# ---- reg_file_wb_arbiter ----
--- src/rtl/reg_file_wb_arbiter.sv ---
// Round-robin arbiter that shares the register file's single write port between the ALU (A) and the LSU (B).
// Define WB_ZERO_INIT_EN to add a post-reset sweep that zero-writes registers 1..NREGS-1.
module reg_file_wb_arbiter #(
  parameter int DATA_W = 32,
  parameter int ADDR_W = 5,
  parameter int NREGS  = 32,
  parameter int CNT_W  = 16
) (
  input  logic              clk,
  input  logic              rst,
  input  logic              a_valid,
  input  logic [ADDR_W-1:0] a_rd,
  input  logic [DATA_W-1:0] a_data,
  output logic              a_ready,
  input  logic              b_valid,
  input  logic [ADDR_W-1:0] b_rd,
  input  logic [DATA_W-1:0] b_data,
  output logic              b_ready,
  output logic              wr_en,
  output logic [ADDR_W-1:0] wr,
  output logic [DATA_W-1:0] wr_data,
  output logic              init_busy,
  output logic [CNT_W-1:0]  wr_count
);

  localparam logic GRANT_A = 1'b0;
  localparam logic GRANT_B = 1'b1;

  logic              wr_en_q, wr_en_d;
  logic [ADDR_W-1:0] wr_q, wr_d;
  logic [DATA_W-1:0] wr_data_q, wr_data_d;
  logic [CNT_W-1:0]  wr_count_q, wr_count_d;
  logic              last_grant_q, last_grant_d;
  logic              run;

`ifdef WB_ZERO_INIT_EN
  localparam logic [0:0] ST_INIT = 1'b0;
  localparam logic [0:0] ST_RUN  = 1'b1;

  logic [0:0]        state_q, state_d;
  logic [ADDR_W-1:0] idx_q, idx_d;

  assign run       = (state_q == ST_RUN);
  assign init_busy = (state_q == ST_INIT);
`else
  assign run       = 1'b1;
  assign init_busy = 1'b0;
`endif

  always_comb begin
    // On a tie the requester that did not win last time is served.
    a_ready      = run & a_valid & (~b_valid | (last_grant_q == GRANT_B));
    b_ready      = run & b_valid & (~a_valid | (last_grant_q == GRANT_A));
    wr_en_d      = 1'b0;
    wr_d         = wr_q;
    wr_data_d    = wr_data_q;
    last_grant_d = last_grant_q;
`ifdef WB_ZERO_INIT_EN
    state_d      = state_q;
    idx_d        = idx_q;
`endif
    if (a_ready) begin
      wr_en_d      = (a_rd != '0);
      wr_d         = a_rd;
      wr_data_d    = a_data;
      last_grant_d = GRANT_A;
    end else if (b_ready) begin
      wr_en_d      = (b_rd != '0);
      wr_d         = b_rd;
      wr_data_d    = b_data;
      last_grant_d = GRANT_B;
    end
`ifdef WB_ZERO_INIT_EN
    if (state_q == ST_INIT) begin
      wr_en_d   = 1'b1;
      wr_d      = idx_q;
      wr_data_d = '0;
      idx_d     = idx_q + 1'b1;
      if (idx_q == ADDR_W'(NREGS - 1)) state_d = ST_RUN;
    end
`endif
    wr_count_d = wr_count_q;
    if (wr_en_d && (wr_count_q != {CNT_W{1'b1}})) wr_count_d = wr_count_q + 1'b1;
  end

  always_ff @(posedge clk or posedge rst) begin
    if (rst) begin
      wr_en_q      <= 1'b0;
      wr_q         <= '0;
      wr_data_q    <= '0;
      wr_count_q   <= '0;
      last_grant_q <= GRANT_B;
    end else begin
      wr_en_q      <= wr_en_d;
      wr_q         <= wr_d;
      wr_data_q    <= wr_data_d;
      wr_count_q   <= wr_count_d;
      last_grant_q <= last_grant_d;
    end
  end

`ifdef WB_ZERO_INIT_EN
  always_ff @(posedge clk or posedge rst) begin
    if (rst) begin
      state_q <= ST_INIT;
      idx_q   <= ADDR_W'(1);
    end else begin
      state_q <= state_d;
      idx_q   <= idx_d;
    end
  end
`endif

  assign wr_en    = wr_en_q;
  assign wr       = wr_q;
  assign wr_data  = wr_data_q;
  assign wr_count = wr_count_q;

endmodule

--- config.mk ---
export PLATFORM = sky130hd
export DESIGN_NAME = reg_file_wb_arbiter
export DESIGN_NICKNAME = d
export VERILOG_FILES = /design/src/rtl/reg_file_wb_arbiter.sv
export SDC_FILE = /design/constraint.sdc
export NUM_CORES = 1
export LEC_CHECK = 0
export CORE_MARGIN = 8
export CORE_UTILIZATION = 42
export CTS_CLUSTER_DIAMETER = 40
export DETAILED_ROUTE_END_ITERATION = 8
export PLACE_DENSITY_LB_ADDON = 0.12
export SKIP_LAST_GASP = 1
export SLEW_MARGIN = 20
export SYNTH_ARGS = -nofsm -noshare
export SYNTH_HDL_FRONTEND = slang
export SYNTH_SLANG_ARGS = --single-unit
--- constraint.sdc ---
create_clock -name clk -period 2.1 [get_ports clk]
set_input_delay 0.525 -clock clk [delete_from_list [all_inputs] [get_ports clk]]
set_output_delay 0.525 -clock clk [all_outputs]
set_load 0.03 [all_outputs]
# ---- pipelined_control_unit_flat ----
File: src/rtl/pipelined_control_unit_pkg.sv
// pipelined_control_unit_pkg: opcode/funct constants, control codes and pipeline bundle types
package pipelined_control_unit_pkg;
  localparam logic [5:0] OP_R = 6'b000000, OP_REGIMM = 6'b000001, OP_J = 6'b000010, OP_JAL = 6'b000011;
  localparam logic [5:0] OP_BEQ = 6'b000100, OP_BNE = 6'b000101, OP_BLEZ = 6'b000110, OP_BGTZ = 6'b000111;
  localparam logic [5:0] OP_ADDI = 6'b001000, OP_SLTI = 6'b001010, OP_ANDI = 6'b001100;
  localparam logic [5:0] OP_ORI = 6'b001101, OP_XORI = 6'b001110;
  localparam logic [5:0] OP_LB = 6'b100000, OP_LH = 6'b100001, OP_LW = 6'b100011;
  localparam logic [5:0] OP_SB = 6'b101000, OP_SH = 6'b101001, OP_SW = 6'b101011;
  localparam logic [5:0] FN_JR = 6'b001000;
  localparam logic [2:0] ALUOP_R = 3'd0, ALUOP_ADD = 3'd1, ALUOP_AND = 3'd2, ALUOP_OR = 3'd3;
  localparam logic [2:0] ALUOP_XOR = 3'd4, ALUOP_SLT = 3'd5, ALUOP_CMP = 3'd6;
  localparam logic [2:0] BRCOND_NONE = 3'd0, BRCOND_BEQ = 3'd1, BRCOND_BNE = 3'd2, BRCOND_BLEZ = 3'd3;
  localparam logic [2:0] BRCOND_BGTZ = 3'd4, BRCOND_BLTZ = 3'd5, BRCOND_BGEZ = 3'd6;
  localparam logic [1:0] MEMSZ_WORD = 2'd0, MEMSZ_HALF = 2'd1, MEMSZ_BYTE = 2'd2;
  typedef struct packed {
    logic       reg_dst;
    logic       alu_src;
    logic       branch;
    logic       jump;
    logic       jump_reg;
    logic       link;
    logic [2:0] alu_op;
    logic [2:0] br_cond;
    logic       mem_read;
    logic       mem_write;
    logic       mem_to_reg;
    logic       reg_write;
    logic [1:0] mem_size;
    logic [4:0] dest;
  } ctrl_t;
  typedef struct packed {
    logic       mem_read;
    logic       mem_write;
    logic       mem_to_reg;
    logic       reg_write;
    logic [1:0] mem_size;
    logic [4:0] dest;
  } mem_ctrl_t;
  typedef struct packed {
    logic       mem_to_reg;
    logic       reg_write;
    logic [4:0] dest;
  } wb_ctrl_t;
endpackage

File: src/rtl/pipelined_control_unit_if.sv
// pipelined_control_unit_if: IF/ID inputs, hazard controls and per-stage control bundle
interface pipelined_control_unit_if #(parameter int ALUOP_W = 3, parameter int CNT_W = 8);
  logic [31:0] instruction;
  logic id_valid, flush, stall, pc_write, if_id_write;
  logic ex_reg_dst, ex_alu_src, ex_branch, ex_jump, ex_jump_reg, ex_link;
  logic [ALUOP_W-1:0] ex_alu_op;
  logic [2:0] ex_br_cond;
  logic ex_mem_read, ex_mem_write, ex_mem_to_reg, ex_reg_write;
  logic [1:0] ex_mem_size;
  logic [4:0] ex_dest_reg;
  logic mem_mem_read, mem_mem_write, mem_mem_to_reg, mem_reg_write;
  logic [1:0] mem_mem_size;
  logic [4:0] mem_dest_reg;
  logic wb_mem_to_reg, wb_reg_write;
  logic [4:0] wb_dest_reg;
  logic debug;
  logic [CNT_W-1:0] illegal_count;
  modport master (
    output instruction, id_valid, flush,
    input stall, pc_write, if_id_write, ex_reg_dst, ex_alu_src, ex_branch, ex_jump, ex_jump_reg,
    ex_link, ex_alu_op, ex_br_cond, ex_mem_read, ex_mem_write, ex_mem_to_reg, ex_reg_write,
    ex_mem_size, ex_dest_reg, mem_mem_read, mem_mem_write, mem_mem_to_reg, mem_reg_write,
    mem_mem_size, mem_dest_reg, wb_mem_to_reg, wb_reg_write, wb_dest_reg, debug, illegal_count
  );
  modport slave (
    input instruction, id_valid, flush,
    output stall, pc_write, if_id_write, ex_reg_dst, ex_alu_src, ex_branch, ex_jump, ex_jump_reg,
    ex_link, ex_alu_op, ex_br_cond, ex_mem_read, ex_mem_write, ex_mem_to_reg, ex_reg_write,
    ex_mem_size, ex_dest_reg, mem_mem_read, mem_mem_write, mem_mem_to_reg, mem_reg_write,
    mem_mem_size, mem_dest_reg, wb_mem_to_reg, wb_reg_write, wb_dest_reg, debug, illegal_count
  );
endinterface

File: src/rtl/pipelined_control_unit_decoder.sv
// pipelined_control_unit_decoder: combinational MIPS main-control decode into a control bundle
module pipelined_control_unit_decoder import pipelined_control_unit_pkg::*; #(
  parameter logic [4:0] LINK_REG = 5'd31
) (
  input  logic [5:0] i_op,
  input  logic [4:0] i_rt,
  input  logic [4:0] i_rd,
  input  logic [5:0] i_funct,
  output ctrl_t      o_ctrl,
  output logic       o_illegal,
  output logic       o_uses_rs,
  output logic       o_uses_rt
);
  always_comb begin
    o_ctrl = '0;
    o_illegal = 1'b0;
    case (i_op)
      OP_R: begin o_ctrl.reg_dst = 1'b1; o_ctrl.jump_reg = i_funct == FN_JR; o_ctrl.reg_write = i_funct != FN_JR; end
      OP_ADDI: begin o_ctrl.alu_src = 1'b1; o_ctrl.reg_write = 1'b1; o_ctrl.alu_op = ALUOP_ADD; end
      OP_ANDI: begin o_ctrl.alu_src = 1'b1; o_ctrl.reg_write = 1'b1; o_ctrl.alu_op = ALUOP_AND; end
      OP_ORI: begin o_ctrl.alu_src = 1'b1; o_ctrl.reg_write = 1'b1; o_ctrl.alu_op = ALUOP_OR; end
      OP_XORI: begin o_ctrl.alu_src = 1'b1; o_ctrl.reg_write = 1'b1; o_ctrl.alu_op = ALUOP_XOR; end
      OP_SLTI: begin o_ctrl.alu_src = 1'b1; o_ctrl.reg_write = 1'b1; o_ctrl.alu_op = ALUOP_SLT; end
      OP_LW, OP_LH, OP_LB: begin
        o_ctrl.alu_src = 1'b1; o_ctrl.alu_op = ALUOP_ADD; o_ctrl.mem_read = 1'b1; o_ctrl.reg_write = 1'b1;
        o_ctrl.mem_size = i_op == OP_LW ? MEMSZ_WORD : i_op == OP_LH ? MEMSZ_HALF : MEMSZ_BYTE;
      end
      OP_SW, OP_SH, OP_SB: begin
        o_ctrl.alu_src = 1'b1; o_ctrl.alu_op = ALUOP_ADD; o_ctrl.mem_write = 1'b1;
        o_ctrl.mem_size = i_op == OP_SW ? MEMSZ_WORD : i_op == OP_SH ? MEMSZ_HALF : MEMSZ_BYTE;
      end
      OP_REGIMM: begin o_ctrl.branch = 1'b1; o_ctrl.alu_op = ALUOP_CMP; o_ctrl.br_cond = i_rt[0] ? BRCOND_BGEZ : BRCOND_BLTZ; end
      OP_BEQ: begin o_ctrl.branch = 1'b1; o_ctrl.alu_op = ALUOP_CMP; o_ctrl.br_cond = BRCOND_BEQ; end
      OP_BNE: begin o_ctrl.branch = 1'b1; o_ctrl.alu_op = ALUOP_CMP; o_ctrl.br_cond = BRCOND_BNE; end
      OP_BLEZ: begin o_ctrl.branch = 1'b1; o_ctrl.alu_op = ALUOP_CMP; o_ctrl.br_cond = BRCOND_BLEZ; end
      OP_BGTZ: begin o_ctrl.branch = 1'b1; o_ctrl.alu_op = ALUOP_CMP; o_ctrl.br_cond = BRCOND_BGTZ; end
      OP_J: o_ctrl.jump = 1'b1;
      OP_JAL: begin o_ctrl.jump = 1'b1; o_ctrl.link = 1'b1; o_ctrl.reg_write = 1'b1; end
      default: o_illegal = 1'b1;
    endcase
    // MemtoReg=1 picks the ALU result, so only loads route memory data back
    o_ctrl.mem_to_reg = o_ctrl.reg_write & ~o_ctrl.mem_read;
    o_ctrl.dest = o_ctrl.reg_dst ? i_rd : o_ctrl.link ? LINK_REG : i_rt;
  end
  assign o_uses_rs = i_op != OP_J && i_op != OP_JAL;
  assign o_uses_rt = i_op == OP_R || i_op == OP_SW || i_op == OP_SH || i_op == OP_SB || i_op == OP_BEQ || i_op == OP_BNE;
endmodule

File: src/rtl/pipelined_control_unit.sv
// pipelined_control_unit: ID decode, ID/EX-EX/MEM-MEM/WB control registers, load-use stall,
// flush bubbles and saturating illegal-opcode counter.
module pipelined_control_unit import pipelined_control_unit_pkg::*; #(
  parameter int ALUOP_W = 3,
  parameter int CNT_W = 8,
  parameter logic [4:0] LINK_REG = 5'd31
) (
  input logic i_clk,
  input logic i_rst,
  pipelined_control_unit_if.slave io_bus
);
  ctrl_t w_dec, r_ex;
  mem_ctrl_t r_mem;
  wb_ctrl_t r_wb;
  logic w_illegal, w_uses_rs, w_uses_rt, w_hit, w_stall, w_count, w_bubble, r_debug;
  logic [4:0] w_rs, w_rt;
  logic [CNT_W-1:0] r_cnt;
  assign w_rs = io_bus.instruction[25:21];
  assign w_rt = io_bus.instruction[20:16];
  pipelined_control_unit_decoder #(.LINK_REG(LINK_REG)) u_dec (
    .i_op(io_bus.instruction[31:26]), .i_rt(w_rt), .i_rd(io_bus.instruction[15:11]),
    .i_funct(io_bus.instruction[5:0]), .o_ctrl(w_dec), .o_illegal(w_illegal),
    .o_uses_rs(w_uses_rs), .o_uses_rt(w_uses_rt)
  );
  assign w_hit = (w_uses_rs && r_ex.dest == w_rs) || (w_uses_rt && r_ex.dest == w_rt);
  assign w_stall = r_ex.mem_read && r_ex.reg_write && r_ex.dest != 5'd0 && io_bus.id_valid && !io_bus.flush && w_hit;
  assign w_count = io_bus.id_valid && !w_stall && !io_bus.flush && w_illegal;
  assign w_bubble = io_bus.flush || w_stall || !io_bus.id_valid || w_illegal;
  always_ff @(posedge i_clk or posedge i_rst) begin
    if (i_rst) begin
      r_ex <= '0;
      r_mem <= '0;
      r_wb <= '0;
      r_debug <= 1'b0;
      r_cnt <= '0;
    end else begin
      r_ex <= w_bubble ? '0 : w_dec;
      r_mem <= {r_ex.mem_read, r_ex.mem_write, r_ex.mem_to_reg, r_ex.reg_write, r_ex.mem_size, r_ex.dest};
      r_wb <= {r_mem.mem_to_reg, r_mem.reg_write, r_mem.dest};
      r_debug <= w_count;
      if (w_count && r_cnt != '1) r_cnt <= r_cnt + 1'b1;
    end
  end
  assign io_bus.stall = w_stall;
  assign io_bus.pc_write = ~w_stall;
  assign io_bus.if_id_write = ~w_stall;
  assign io_bus.ex_reg_dst = r_ex.reg_dst;
  assign io_bus.ex_alu_src = r_ex.alu_src;
  assign io_bus.ex_branch = r_ex.branch;
  assign io_bus.ex_jump = r_ex.jump;
  assign io_bus.ex_jump_reg = r_ex.jump_reg;
  assign io_bus.ex_link = r_ex.link;
  assign io_bus.ex_alu_op = ALUOP_W'(r_ex.alu_op);
  assign io_bus.ex_br_cond = r_ex.br_cond;
  assign io_bus.ex_mem_read = r_ex.mem_read;
  assign io_bus.ex_mem_write = r_ex.mem_write;
  assign io_bus.ex_mem_to_reg = r_ex.mem_to_reg;
  assign io_bus.ex_reg_write = r_ex.reg_write;
  assign io_bus.ex_mem_size = r_ex.mem_size;
  assign io_bus.ex_dest_reg = r_ex.dest;
  assign io_bus.mem_mem_read = r_mem.mem_read;
  assign io_bus.mem_mem_write = r_mem.mem_write;
  assign io_bus.mem_mem_to_reg = r_mem.mem_to_reg;
  assign io_bus.mem_reg_write = r_mem.reg_write;
  assign io_bus.mem_mem_size = r_mem.mem_size;
  assign io_bus.mem_dest_reg = r_mem.dest;
  assign io_bus.wb_mem_to_reg = r_wb.mem_to_reg;
  assign io_bus.wb_reg_write = r_wb.reg_write;
  assign io_bus.wb_dest_reg = r_wb.dest;
  assign io_bus.debug = r_debug;
  assign io_bus.illegal_count = r_cnt;
endmodule
File: src/flat_wrapper.sv
// flat-port wrapper written by rule: the top's interface ports become plain ports
module pipelined_control_unit_flat import pipelined_control_unit_pkg::*;
#(
  parameter int ALUOP_W = 3,
  parameter int CNT_W = 8,
  parameter logic [4:0] LINK_REG = 5'd31
)
  (i_clk, i_rst, io_bus_instruction, io_bus_id_valid, io_bus_flush, io_bus_stall, io_bus_pc_write, io_bus_if_id_write, io_bus_ex_reg_dst, io_bus_ex_alu_src, io_bus_ex_branch, io_bus_ex_jump, io_bus_ex_jump_reg, io_bus_ex_link, io_bus_ex_alu_op, io_bus_ex_br_cond, io_bus_ex_mem_read, io_bus_ex_mem_write, io_bus_ex_mem_to_reg, io_bus_ex_reg_write, io_bus_ex_mem_size, io_bus_ex_dest_reg, io_bus_mem_mem_read, io_bus_mem_mem_write, io_bus_mem_mem_to_reg, io_bus_mem_reg_write, io_bus_mem_mem_size, io_bus_mem_dest_reg, io_bus_wb_mem_to_reg, io_bus_wb_reg_write, io_bus_wb_dest_reg, io_bus_debug, io_bus_illegal_count);
  pipelined_control_unit_if #(.ALUOP_W(ALUOP_W), .CNT_W(CNT_W)) io_bus_i ();
  input logic i_clk;
  input logic i_rst;
  input wire logic [$bits(io_bus_i.instruction)-1:0] io_bus_instruction;
  input wire logic [$bits(io_bus_i.id_valid)-1:0] io_bus_id_valid;
  input wire logic [$bits(io_bus_i.flush)-1:0] io_bus_flush;
  output wire logic [$bits(io_bus_i.stall)-1:0] io_bus_stall;
  output wire logic [$bits(io_bus_i.pc_write)-1:0] io_bus_pc_write;
  output wire logic [$bits(io_bus_i.if_id_write)-1:0] io_bus_if_id_write;
  output wire logic [$bits(io_bus_i.ex_reg_dst)-1:0] io_bus_ex_reg_dst;
  output wire logic [$bits(io_bus_i.ex_alu_src)-1:0] io_bus_ex_alu_src;
  output wire logic [$bits(io_bus_i.ex_branch)-1:0] io_bus_ex_branch;
  output wire logic [$bits(io_bus_i.ex_jump)-1:0] io_bus_ex_jump;
  output wire logic [$bits(io_bus_i.ex_jump_reg)-1:0] io_bus_ex_jump_reg;
  output wire logic [$bits(io_bus_i.ex_link)-1:0] io_bus_ex_link;
  output wire logic [$bits(io_bus_i.ex_alu_op)-1:0] io_bus_ex_alu_op;
  output wire logic [$bits(io_bus_i.ex_br_cond)-1:0] io_bus_ex_br_cond;
  output wire logic [$bits(io_bus_i.ex_mem_read)-1:0] io_bus_ex_mem_read;
  output wire logic [$bits(io_bus_i.ex_mem_write)-1:0] io_bus_ex_mem_write;
  output wire logic [$bits(io_bus_i.ex_mem_to_reg)-1:0] io_bus_ex_mem_to_reg;
  output wire logic [$bits(io_bus_i.ex_reg_write)-1:0] io_bus_ex_reg_write;
  output wire logic [$bits(io_bus_i.ex_mem_size)-1:0] io_bus_ex_mem_size;
  output wire logic [$bits(io_bus_i.ex_dest_reg)-1:0] io_bus_ex_dest_reg;
  output wire logic [$bits(io_bus_i.mem_mem_read)-1:0] io_bus_mem_mem_read;
  output wire logic [$bits(io_bus_i.mem_mem_write)-1:0] io_bus_mem_mem_write;
  output wire logic [$bits(io_bus_i.mem_mem_to_reg)-1:0] io_bus_mem_mem_to_reg;
  output wire logic [$bits(io_bus_i.mem_reg_write)-1:0] io_bus_mem_reg_write;
  output wire logic [$bits(io_bus_i.mem_mem_size)-1:0] io_bus_mem_mem_size;
  output wire logic [$bits(io_bus_i.mem_dest_reg)-1:0] io_bus_mem_dest_reg;
  output wire logic [$bits(io_bus_i.wb_mem_to_reg)-1:0] io_bus_wb_mem_to_reg;
  output wire logic [$bits(io_bus_i.wb_reg_write)-1:0] io_bus_wb_reg_write;
  output wire logic [$bits(io_bus_i.wb_dest_reg)-1:0] io_bus_wb_dest_reg;
  output wire logic [$bits(io_bus_i.debug)-1:0] io_bus_debug;
  output wire logic [$bits(io_bus_i.illegal_count)-1:0] io_bus_illegal_count;
  assign io_bus_i.instruction = io_bus_instruction;
  assign io_bus_i.id_valid = io_bus_id_valid;
  assign io_bus_i.flush = io_bus_flush;
  assign io_bus_stall = io_bus_i.stall;
  assign io_bus_pc_write = io_bus_i.pc_write;
  assign io_bus_if_id_write = io_bus_i.if_id_write;
  assign io_bus_ex_reg_dst = io_bus_i.ex_reg_dst;
  assign io_bus_ex_alu_src = io_bus_i.ex_alu_src;
  assign io_bus_ex_branch = io_bus_i.ex_branch;
  assign io_bus_ex_jump = io_bus_i.ex_jump;
  assign io_bus_ex_jump_reg = io_bus_i.ex_jump_reg;
  assign io_bus_ex_link = io_bus_i.ex_link;
  assign io_bus_ex_alu_op = io_bus_i.ex_alu_op;
  assign io_bus_ex_br_cond = io_bus_i.ex_br_cond;
  assign io_bus_ex_mem_read = io_bus_i.ex_mem_read;
  assign io_bus_ex_mem_write = io_bus_i.ex_mem_write;
  assign io_bus_ex_mem_to_reg = io_bus_i.ex_mem_to_reg;
  assign io_bus_ex_reg_write = io_bus_i.ex_reg_write;
  assign io_bus_ex_mem_size = io_bus_i.ex_mem_size;
  assign io_bus_ex_dest_reg = io_bus_i.ex_dest_reg;
  assign io_bus_mem_mem_read = io_bus_i.mem_mem_read;
  assign io_bus_mem_mem_write = io_bus_i.mem_mem_write;
  assign io_bus_mem_mem_to_reg = io_bus_i.mem_mem_to_reg;
  assign io_bus_mem_reg_write = io_bus_i.mem_reg_write;
  assign io_bus_mem_mem_size = io_bus_i.mem_mem_size;
  assign io_bus_mem_dest_reg = io_bus_i.mem_dest_reg;
  assign io_bus_wb_mem_to_reg = io_bus_i.wb_mem_to_reg;
  assign io_bus_wb_reg_write = io_bus_i.wb_reg_write;
  assign io_bus_wb_dest_reg = io_bus_i.wb_dest_reg;
  assign io_bus_debug = io_bus_i.debug;
  assign io_bus_illegal_count = io_bus_i.illegal_count;
  pipelined_control_unit #(.ALUOP_W(ALUOP_W), .CNT_W(CNT_W), .LINK_REG(LINK_REG)) u_core (.i_clk(i_clk), .i_rst(i_rst), .io_bus(io_bus_i));
endmodule
File: config.mk
export PLATFORM = sky130hd
export DESIGN_NAME = pipelined_control_unit_flat
export DESIGN_NICKNAME = d
export VERILOG_FILES = /design/src/rtl/pipelined_control_unit_pkg.sv /design/src/rtl/pipelined_control_unit_if.sv /design/src/rtl/pipelined_control_unit_decoder.sv /design/src/rtl/pipelined_control_unit.sv /design/src/flat_wrapper.sv
export SDC_FILE = /design/constraint.sdc
export NUM_CORES = 1
export LEC_CHECK = 0
export CELL_PAD_IN_SITES_DETAIL_PLACEMENT = 1
export CELL_PAD_IN_SITES_GLOBAL_PLACEMENT = 2
export CORE_MARGIN = 2
export CORE_UTILIZATION = 27
export CTS_BUF_LIST = sky130_fd_sc_hd__clkbuf_2 sky130_fd_sc_hd__clkbuf_4 sky130_fd_sc_hd__clkbuf_8
export DETAILED_ROUTE_END_ITERATION = 16
export HOLD_SLACK_MARGIN = 0.15
export PLACE_DENSITY_LB_ADDON = 0.1
export RECOVER_POWER = 25
export SYNTH_ARGS = -nofsm -noshare
export SYNTH_HDL_FRONTEND = slang
export SYNTH_SLANG_ARGS = --single-unit
File: constraint.sdc
create_clock -name i_clk -period 2.45 [get_ports i_clk]
set_input_delay 0.49 -clock i_clk [delete_from_list [all_inputs] [get_ports i_clk]]
set_output_delay 0.49 -clock i_clk [all_outputs]
set_load 0.005 [all_outputs]
# ---- csr_counter_array ----
--- src/rtl/csr_cnt_pkg.sv ---
// Shared constants and types for the machine counter CSR block: address map,
// counter slot index type and event-selector width.
package csr_cnt_pkg;

    localparam logic [11:0] CSR_MCYCLE    = 12'hB00;
    localparam logic [11:0] CSR_MINSTRET  = 12'hB02;
    localparam logic [11:0] CSR_MHPMCNT3  = 12'hB03;
    localparam logic [11:0] CSR_CYCLE     = 12'hC00;
    localparam logic [11:0] CSR_MCOUNTINH = 12'h320;
    localparam logic [11:0] CSR_MHPMEVT3  = 12'h323;
    localparam logic [11:0] CSR_HI_OFS    = 12'h080;

    localparam int EVT_SEL_W = 8;
    typedef logic [EVT_SEL_W-1:0] evt_sel_t;

    // Slot 0 is minstret, slot i (1..29) is mhpmcounter(2+i).
    typedef logic [4:0] cnt_idx_t;

    function automatic logic [11:0] cnt_adr(input cnt_idx_t slot);
        return CSR_MINSTRET + 12'(slot);
    endfunction

    function automatic logic [11:0] evt_adr(input cnt_idx_t slot);
        return CSR_MHPMEVT3 - 12'd1 + 12'(slot);
    endfunction

endpackage

--- src/rtl/csr_cnt_slice.sv ---
// One event counter: event select, inhibit, split-half write merge and the
// sticky overflow (OF) flag, which exists only when CSR_HPM_OVF_EN is defined.
module csr_cnt_slice
    import csr_cnt_pkg::*;
#(
    parameter int CNT_W     = 64,
    parameter int N_EVT     = 8,
    parameter int FIXED_SEL = 0
) (
    input  logic             clk,
    input  logic             rst_n,
    input  logic             inhibit,
    input  logic [N_EVT-1:0] evt,
    input  logic             we_lo,
    input  logic             we_hi,
    input  logic             sel_we,
    input  logic [31:0]      wdata,
    output logic [CNT_W-1:0] cnt,
    output logic [31:0]      evt_rd,
    output logic             of
);

    logic [CNT_W-1:0] cnt_q;
    evt_sel_t         sel;
    logic             of_q;
    logic             evt_hit;
    logic             inc;
    logic             wrap;

    // Selector 0 and selectors beyond N_EVT never match any event line.
    always_comb begin
        evt_hit = 1'b0;
        for (int k = 0; k < N_EVT; k++) begin
            if (sel == evt_sel_t'(k + 1)) evt_hit = evt[k];
        end
    end

    assign inc  = evt_hit && !inhibit;
    assign wrap = inc && !we_lo && !we_hi && (cnt_q == {CNT_W{1'b1}});

    always_ff @(posedge clk) begin
        if (rst_n)      cnt_q <= '0;
        else if (we_lo) cnt_q[31:0] <= wdata;
        else if (we_hi) cnt_q[CNT_W-1:32] <= wdata[CNT_W-33:0];
        else if (inc)   cnt_q <= cnt_q + CNT_W'(1);
    end

    generate
        if (FIXED_SEL != 0) begin : g_fixed
            logic unused_fixed;
            assign sel          = evt_sel_t'(FIXED_SEL);
            assign of_q         = 1'b0;
            assign unused_fixed = ^{sel_we, wrap};
        end else begin : g_prog
            evt_sel_t sel_q;
            always_ff @(posedge clk) begin
                if (rst_n)       sel_q <= '0;
                else if (sel_we) sel_q <= wdata[EVT_SEL_W-1:0];
            end
            assign sel = sel_q;
`ifdef CSR_HPM_OVF_EN
            // A wrap in the same cycle as a software clear keeps OF set.
            always_ff @(posedge clk) begin
                if (rst_n)       of_q <= 1'b0;
                else if (wrap)   of_q <= 1'b1;
                else if (sel_we) of_q <= wdata[31];
            end
`else
            logic unused_wrap;
            assign of_q        = 1'b0;
            assign unused_wrap = wrap;
`endif
        end
    endgenerate

    assign cnt    = cnt_q;
    assign evt_rd = {of_q, {(31 - EVT_SEL_W){1'b0}}, sel};
    assign of     = of_q;

endmodule

--- src/rtl/csr_counter_array.sv ---
// Machine counter CSR block: mcycle, minstret, N_HPM programmable counters,
// mcountinhibit and registered read port. Overflow IRQ under CSR_HPM_OVF_EN.
module csr_counter_array
    import csr_cnt_pkg::*;
#(
    parameter int N_HPM = 4,
    parameter int CNT_W = 64,
    parameter int N_EVT = 8
) (
    input  logic             clk,
    input  logic             rst_n,
    input  logic             csr_re,
    input  logic             csr_we,
    input  logic [11:0]      csr_adr,
    input  logic [31:0]      csr_wdata,
    output logic [31:0]      csr_rdata,
    output logic             csr_hit,
    input  logic             inst_retire,
    input  logic [N_EVT-1:0] evt_in,
    output logic             ovf_irq
);

    localparam int NS = N_HPM + 1;
    // Writable inhibit bits: CY (0), IR (2) and one per implemented hpm counter.
    localparam logic [31:0] INH_MASK = 32'((64'd1 << (N_HPM + 3)) - 64'd8) | 32'h5;

    logic [CNT_W-1:0] mcycle_q;
    logic [31:0]      minh_q;
    logic [CNT_W-1:0] cnt [NS];
    logic [31:0]      evt_rd [NS];
    logic [NS-1:0]    of_vec;
    logic [NS-1:0]    we_lo, we_hi, sel_we;
    logic             mcyc_we_lo, mcyc_we_hi, minh_we;
    logic [11:0]      rd_norm;
    logic [CNT_W-1:0] rd_cnt;
    logic [31:0]      rd_val;
    logic             rd_hit;
    logic             unused_evt0;

    // Only the 0xBxx machine addresses are writable; 0xCxx shadows never match.
    always_comb begin
        mcyc_we_lo = csr_we && (csr_adr == CSR_MCYCLE);
        mcyc_we_hi = csr_we && (csr_adr == (CSR_MCYCLE | CSR_HI_OFS));
        minh_we    = csr_we && (csr_adr == CSR_MCOUNTINH);
        for (int j = 0; j < NS; j++) begin
            we_lo[j]  = csr_we && (csr_adr == cnt_adr(cnt_idx_t'(j)));
            we_hi[j]  = csr_we && (csr_adr == (cnt_adr(cnt_idx_t'(j)) | CSR_HI_OFS));
            sel_we[j] = (j != 0) && csr_we && (csr_adr == evt_adr(cnt_idx_t'(j)));
        end
    end

    always_comb begin
        rd_val  = '0;
        rd_hit  = 1'b0;
        rd_cnt  = '0;
        rd_norm = {CSR_MCYCLE[11:8], 1'b0, csr_adr[6:0]};
        if (csr_adr[11:8] == CSR_MCYCLE[11:8] || csr_adr[11:8] == CSR_CYCLE[11:8]) begin
            if (rd_norm == CSR_MCYCLE) begin
                rd_cnt = mcycle_q;
                rd_hit = 1'b1;
            end
            for (int j = 0; j < NS; j++) begin
                if (rd_norm == cnt_adr(cnt_idx_t'(j))) begin
                    rd_cnt = cnt[j];
                    rd_hit = 1'b1;
                end
            end
            rd_val = csr_adr[7] ? 32'(rd_cnt[CNT_W-1:32]) : rd_cnt[31:0];
        end else if (csr_adr == CSR_MCOUNTINH) begin
            rd_val = minh_q;
            rd_hit = 1'b1;
        end else begin
            for (int j = 1; j < NS; j++) begin
                if (csr_adr == evt_adr(cnt_idx_t'(j))) begin
                    rd_val = evt_rd[j];
                    rd_hit = 1'b1;
                end
            end
        end
    end

    always_ff @(posedge clk) begin
        if (rst_n) begin
            csr_rdata <= '0;
            csr_hit   <= 1'b0;
        end else begin
            csr_rdata <= csr_re ? rd_val : '0;
            csr_hit   <= csr_re && rd_hit;
        end
    end

    always_ff @(posedge clk) begin
        if (rst_n)           mcycle_q <= '0;
        else if (mcyc_we_lo) mcycle_q[31:0] <= csr_wdata;
        else if (mcyc_we_hi) mcycle_q[CNT_W-1:32] <= csr_wdata[CNT_W-33:0];
        else if (!minh_q[0]) mcycle_q <= mcycle_q + CNT_W'(1);
    end

    always_ff @(posedge clk) begin
        if (rst_n)        minh_q <= '0;
        else if (minh_we) minh_q <= csr_wdata & INH_MASK;
    end

    csr_cnt_slice #(.CNT_W(CNT_W), .N_EVT(1), .FIXED_SEL(1)) u_minstret (
        .clk     (clk),
        .rst_n   (rst_n),
        .inhibit (minh_q[2]),
        .evt     (inst_retire),
        .we_lo   (we_lo[0]),
        .we_hi   (we_hi[0]),
        .sel_we  (sel_we[0]),
        .wdata   (csr_wdata),
        .cnt     (cnt[0]),
        .evt_rd  (evt_rd[0]),
        .of      (of_vec[0])
    );

    for (genvar g = 1; g < NS; g++) begin : g_hpm
        csr_cnt_slice #(.CNT_W(CNT_W), .N_EVT(N_EVT), .FIXED_SEL(0)) u_hpm (
            .clk     (clk),
            .rst_n   (rst_n),
            .inhibit (minh_q[2 + g]),
            .evt     (evt_in),
            .we_lo   (we_lo[g]),
            .we_hi   (we_hi[g]),
            .sel_we  (sel_we[g]),
            .wdata   (csr_wdata),
            .cnt     (cnt[g]),
            .evt_rd  (evt_rd[g]),
            .of      (of_vec[g])
        );
    end

    assign unused_evt0 = ^evt_rd[0];

`ifdef CSR_HPM_OVF_EN
    logic ovf_q;
    always_ff @(posedge clk) begin
        if (rst_n) ovf_q <= 1'b0;
        else       ovf_q <= |of_vec;
    end
    assign ovf_irq = ovf_q;
`else
    logic unused_of;
    assign unused_of = ^of_vec;
    assign ovf_irq   = 1'b0;
`endif

endmodule

--- config.mk ---
export PLATFORM = sky130hd
export DESIGN_NAME = csr_counter_array
export DESIGN_NICKNAME = d
export VERILOG_FILES = /design/src/rtl/csr_cnt_pkg.sv /design/src/rtl/csr_cnt_slice.sv /design/src/rtl/csr_counter_array.sv
export SDC_FILE = /design/constraint.sdc
export NUM_CORES = 2
export LEC_CHECK = 0
export CORE_MARGIN = 10
export CORE_UTILIZATION = 40
export DETAILED_ROUTE_END_ITERATION = 10
export PLACE_DENSITY = 0.64
export SLEW_MARGIN = 15
export SYNTH_ARGS = -nofsm -noshare
export SYNTH_HDL_FRONTEND = slang
export SYNTH_SLANG_ARGS = --single-unit
--- constraint.sdc ---
create_clock -name clk -period 6.2 [get_ports clk]
set_clock_uncertainty 0.1 [all_clocks]
set_input_delay 0.93 -clock clk [delete_from_list [all_inputs] [get_ports clk]]
set_output_delay 0.93 -clock clk [all_outputs]
set_load 0.005 [all_outputs]
==> reg_file_wb_arbiter/met1.png <==
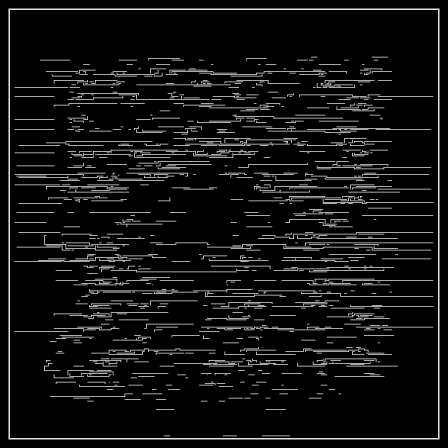
wire length on this layer: 4,000 um
longest straight run: 29.9 um
nets with wire on the layer: 474
total number of vias: 2,850
Final Routed Wirelength: 9200 um
grt met1 use: 22.4%

==> results_dict.tcl, reg_file_wb_arbiter <==
# place-and-route summary
set metrics [dict create \
    run_status "complete, no violations" \
    final_cell_area_um2 4650 \
    mi_logic_area_um2 1480 \
    power_frac_comb_pct 41.3 \
    synth-area-yosys_um2 2990 \
    ys_top_cells_by_area "sky130_fd_sc_hd__dfrtp_1 45%, sky130_fd_sc_hd__mux2i_1 12%, sky130_fd_sc_hd__nand3_1 6.0%, sky130_fd_sc_hd__nand2_1 5.7%, sky130_fd_sc_hd__a21oi_1 5.4%" \
    path_cells "clkdlybuf4s50_1, or4_1, nor2_1, o21ai_2, nand2_1, mux2_2" \
    warnings 26 \
    total_switching_power_mw 1.24 \
    synth.yosys.num_cells 321 \
    most_frequent_cells_after_synthesis "54 x sky130_fd_sc_hd__dfrtp_1, 45 x sky130_fd_sc_hd__nand2_1, 37 x sky130_fd_sc_hd__mux2i_1" \
    asyncSetResetFlopFracSynth_pct 100 \
    hold_path_class "register to register" \
    clock_power_mw 0.635 \
    drv_slew 0 \
    p_int_mw 2.20 \
    grt_antenna_before_repair 0 \
    floorplan.nets 400 \
    synth_adder_area_share_pct 0.419 \
    dieHeight_um 100 \
    globalRouteTotalUtil_pct 18.3 \
    grt_start_max_net_pins 70 \
    drc 0 \
    finalWorstSetupSlack_ns 0.0690 \
    number_of_vias_per_cell 5.13 \
    grt_setup_unrepaired "false" \
    design.die.area_um2 10100 \
    postLayoutCoreUtil_pct 68.0 \
    post_cts_resize_count 8 \
    synthCells 321 \
    io_pins 135 \
    worst_ir_drop_vdd_uv 772 \
    syn_area_um2 2990 \
    wl_met3_um 555 \
    clock_tree_area_fraction_pct 2.15 \
]
==> reg_file_wb_arbiter: worst paths after layout <==
check | from | end | cells past startpoint
worst max-delay path | a_rd[2] | wr_count[1] | 6
worst min-delay path | wr_count[11] | wr_count[11] | 1
worst max register to register | wr_count[0] | wr_count[1] | 6
worst min register to register | wr_count[11] | wr_count[11] | 1
max in group asynchronous | rst | last_grant_q | 3
min in group asynchronous | rst | wr_data[2] | 3
==> reg_file_wb_arbiter: sequential cells by signal, indices dropped and copies added, names as in the netlist <==
register      count
wr_en             1
wr                5
wr_count         16
last_grant_q      1
wr_data          32
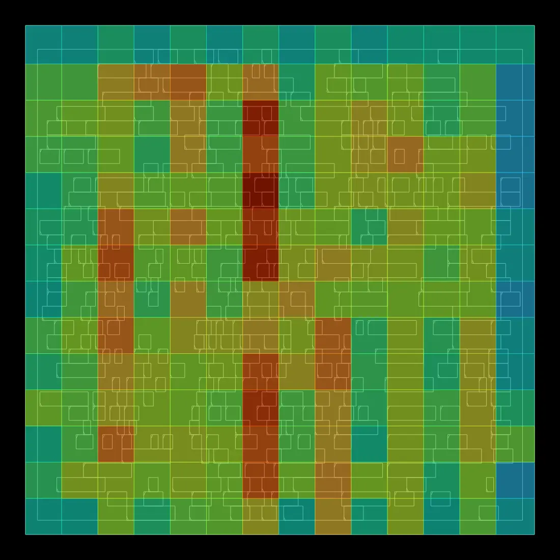
(pipelined_control_unit_flat/final_congestion.png)
busiest grt layer: met2
grt met1 use: 19.9%
met3 Usage GRT: 3.40%
core occupancy in the finished layout: 45.5%
Wirelength per Cell: 15.4 um

==> results_dict.tcl, pipelined_control_unit_flat <==
# place-and-route summary
set metrics [dict create \
    run_status "complete, no violations" \
    ys_top_cells_by_area "sky130_fd_sc_hd__dfrtp_1 54%, sky130_fd_sc_hd__xor2_1 3.7%, sky130_fd_sc_hd__nor2_1 3.5%, sky130_fd_sc_hd__nor3_1 3.2%, sky130_fd_sc_hd__a21oi_1 2.8%" \
    hpwlAfterDp_um 5260 \
    worst-endpoint-arrival_ns 1.89 \
    placement.setup.worst_slack_ns -0.657 \
    core_util_floorplan_pct 28.2 \
    non_clock_buffer_area_share_pct 31.6 \
    synth_cell_type_count 47 \
    worst_setup_path_end_kind "primary output" \
    cts_tree "built" \
    io_pins 89 \
    global_route.usage.met2_pct 25.3 \
    cpPeakStageDelay_ns 0.42 \
    power_sequential_mw 0.939 \
    path_cells "clkdlybuf4s50_1, xor2_1, or2_2, o41a_1, inv_1, buf_2" \
    postRouteAntennaNets 0 \
    design.final.nets 385 \
    cts_setup_buffers 3 \
    total_switching_power_mw 0.523 \
    share_clk_of_total_power_pct 30.0 \
    max_slew.worst_pin.slew_ns 0.897 \
    cpMaxStageDelayCell "sky130_fd_sc_hd__clkdlybuf4s50_1" \
    drtIter0Drc 41 \
    worstSetupPathType "input port to primary output" \
]
## pipelined_control_unit_flat: logic make-up (layout without fill, tap and decap cells)
group	after synthesis	in the layout	synth area share [%]
simple gates	92	92	22.2
flops	50	50	53.5
compound gates	36	36	11.2
buf+inv	25	151	5.25
xor+xnor	17	17	6.37
mux	2	2	0.964
fa+ha+maj	1	1	0.535
## pipelined_control_unit_flat: critical path: cells and delay by family
family | cells | cell delay, ns
compound gates | 1 | 0.35
xor+xnor | 1 | 0.17
buf+inv | 3 | 0.58
simple gates | 1 | 0.30
==> csr_counter_array/met4.png <==
Bar = 100 um.
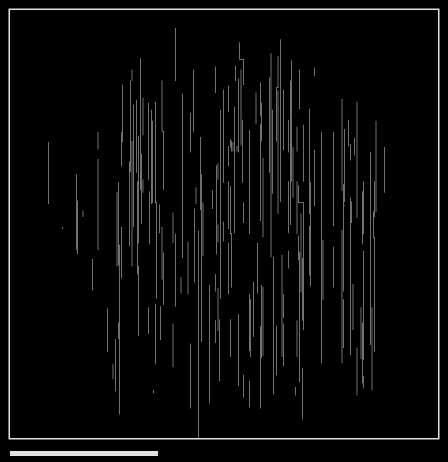
nets with wire on the layer: 87
share of all routed wire: 6.3%
main direction: vertical
longest straight run: 156 um
Final Routed Wirelength: 122,000 um
total number of vias: 31,251

==> csr_counter_array/final_congestion.png <==
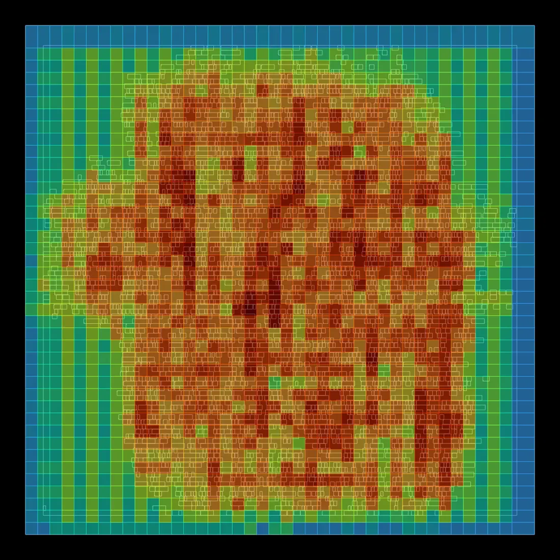
busiest grt layer: met2
Wirelength per Cell: 25.7 um

==> results_dict.tcl, csr_counter_array <==
# place-and-route summary
set metrics [dict create \
    run_status "complete, no violations" \
    layout_worst_path_cycle_share_pct 72.4 \
    grt_start_max_net_pins 125 \
    drtIter0Drc 4345 \
    worstReg2RegStart "g_hpm[3].u_hpm.cnt[32]" \
    worst_setup_path_end_kind "register" \
    p_int_mw 5.13 \
    core_util_floorplan_pct 40.4 \
    power_frac_comb_pct 5.6 \
    seq_power_share_pct 42.9 \
    floorplan.nets 3915 \
    antenna_cells_inserted 2 \
    yosys.area.top_type_share_pct 31.5 \
    finalWorstSetupSlack_ns 1.71 \
    drc 0 \
    ff_latch_area_um2 9110 \
    met3_usage_pct 6.43 \
    maxUsedRoutingLayer "met5" \
    cpPeakStageDelay_ns 1.09 \
    placeableCoreArea_um2 71600 \
    grt_first_pass_wirelength_um 179000 \
    area.share.combinational_pct 57.0 \
    mux_area_share_pct 3.33 \
    maxPowerGroup "the clock network" \
    worst_ir_drop_vdd_uv 206 \
    finalCriticalPeriod_ns 4.49 \
    worst_path_dominant_cell_family "simple AND/OR/NAND/NOR gates" \
    r2r_slack_ns 2.71 \
    postLayoutCoreUtil_pct 45.1 \
    worstSetupPathType "input port to register" \
    count_of_cells_along_the_worst_hold_path 2 \
    cp-start-kind "input port" \
    total_leakage_power_nw 10.0 \
    design.final.nets 3798 \
    post_cts_resize_count 0 \
    final.signal_buffer_count 173 \
    flip_flop_count_of_the_largest_register_after_layout 256 \
    postRouteAntennaNets 0 \
    yosys_register_bits 455 \
    root_buffer_master "sky130_fd_sc_hd__clkbuf_16" \
    detailed_place.area_um2 30400 \
    drv_slew 0 \
]
-- csr_counter_array: worst max path at each step --
stage,startpoint,end,slack (ns),depth (start not counted)
final,csr_adr[5],g_hpm[4].u_hpm.cnt[37],1.71,8
after global routing,csr_adr[5],mcycle_q[40],1.61,10
after CTS,csr_adr[5],g_hpm[4].u_hpm.cnt[37],1.96,8
after detailed placement,csr_we,u_minstret.cnt[40],1.33,8
after global placement,csr_we,u_minstret.cnt[40],1.41,8
after floorplan,csr_adr[5],g_hpm[4].u_hpm.cnt[37],3.09,8


==> gallery <==
The metal 3 layer.
(a)
Bar = 20 um. Cells faint in the background.
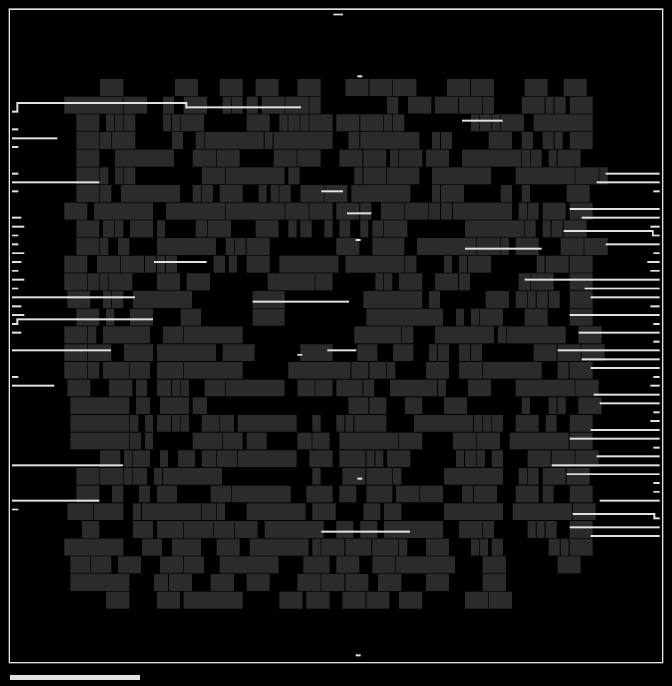
(b)
Bar = 20 um. Cells faint in the background.
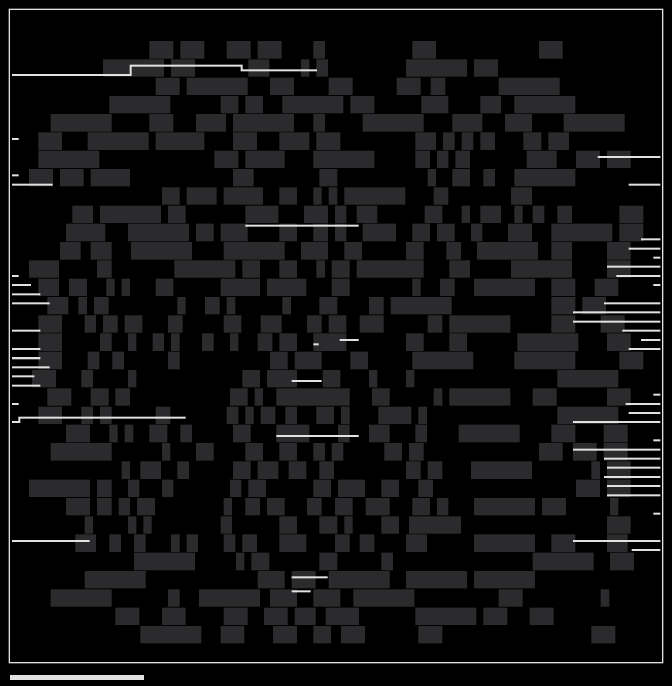
(c)
Bar = 100 um. Cells faint in the background.
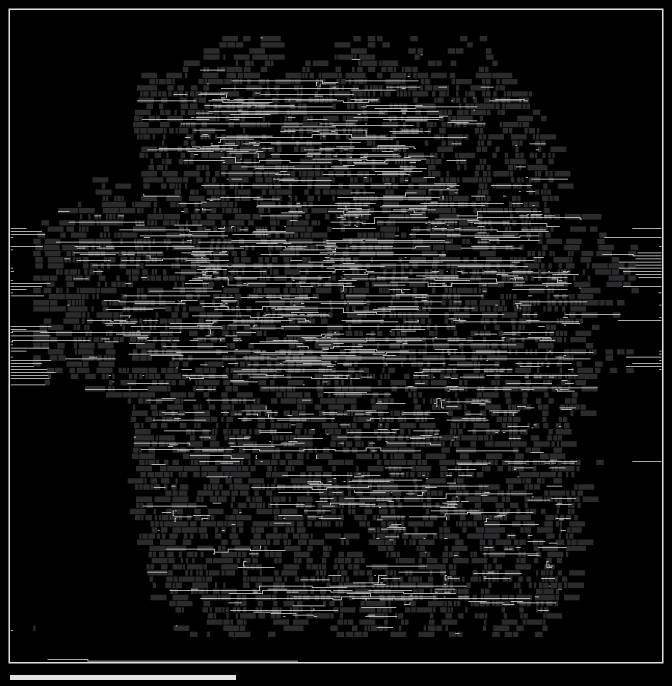
(c) -> csr_counter_array
(a) -> reg_file_wb_arbiter
(b) -> pipelined_control_unit_flat


==> gallery <==
Met2 routing.
Plate I
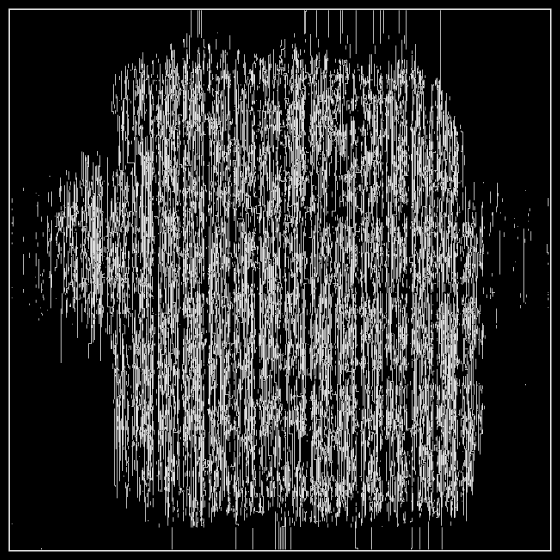
Plate II
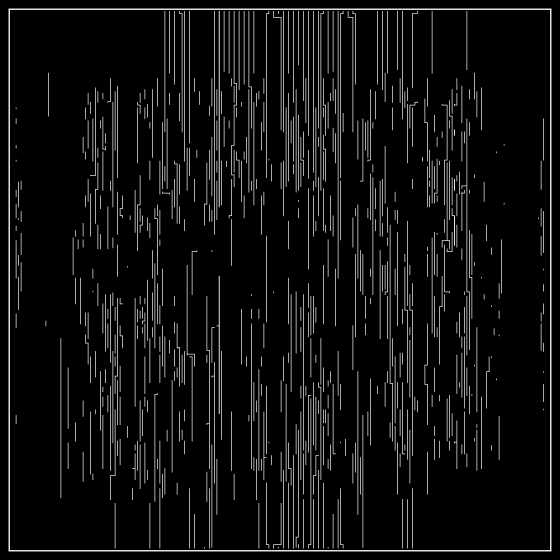
Plate III
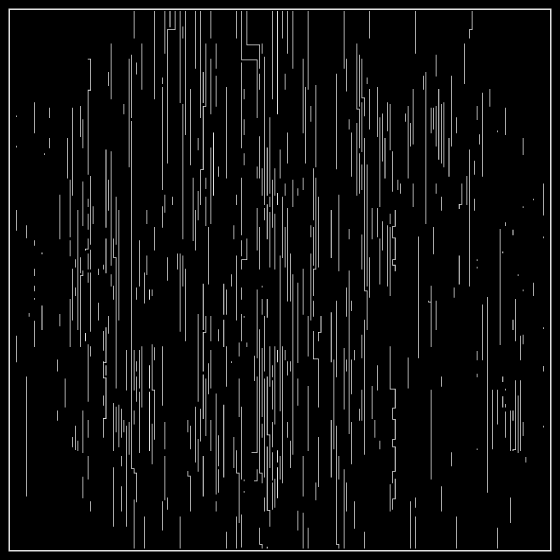
Plate I comes from csr_counter_array.
Plate III comes from pipelined_control_unit_flat.
Plate II comes from reg_file_wb_arbiter.

Key to Plate III:
share of all routed wire: 49%
wire length on this layer: 3,400 um
nets with wire on the layer: 341
main direction: vertical
longest straight run: 62.4 um

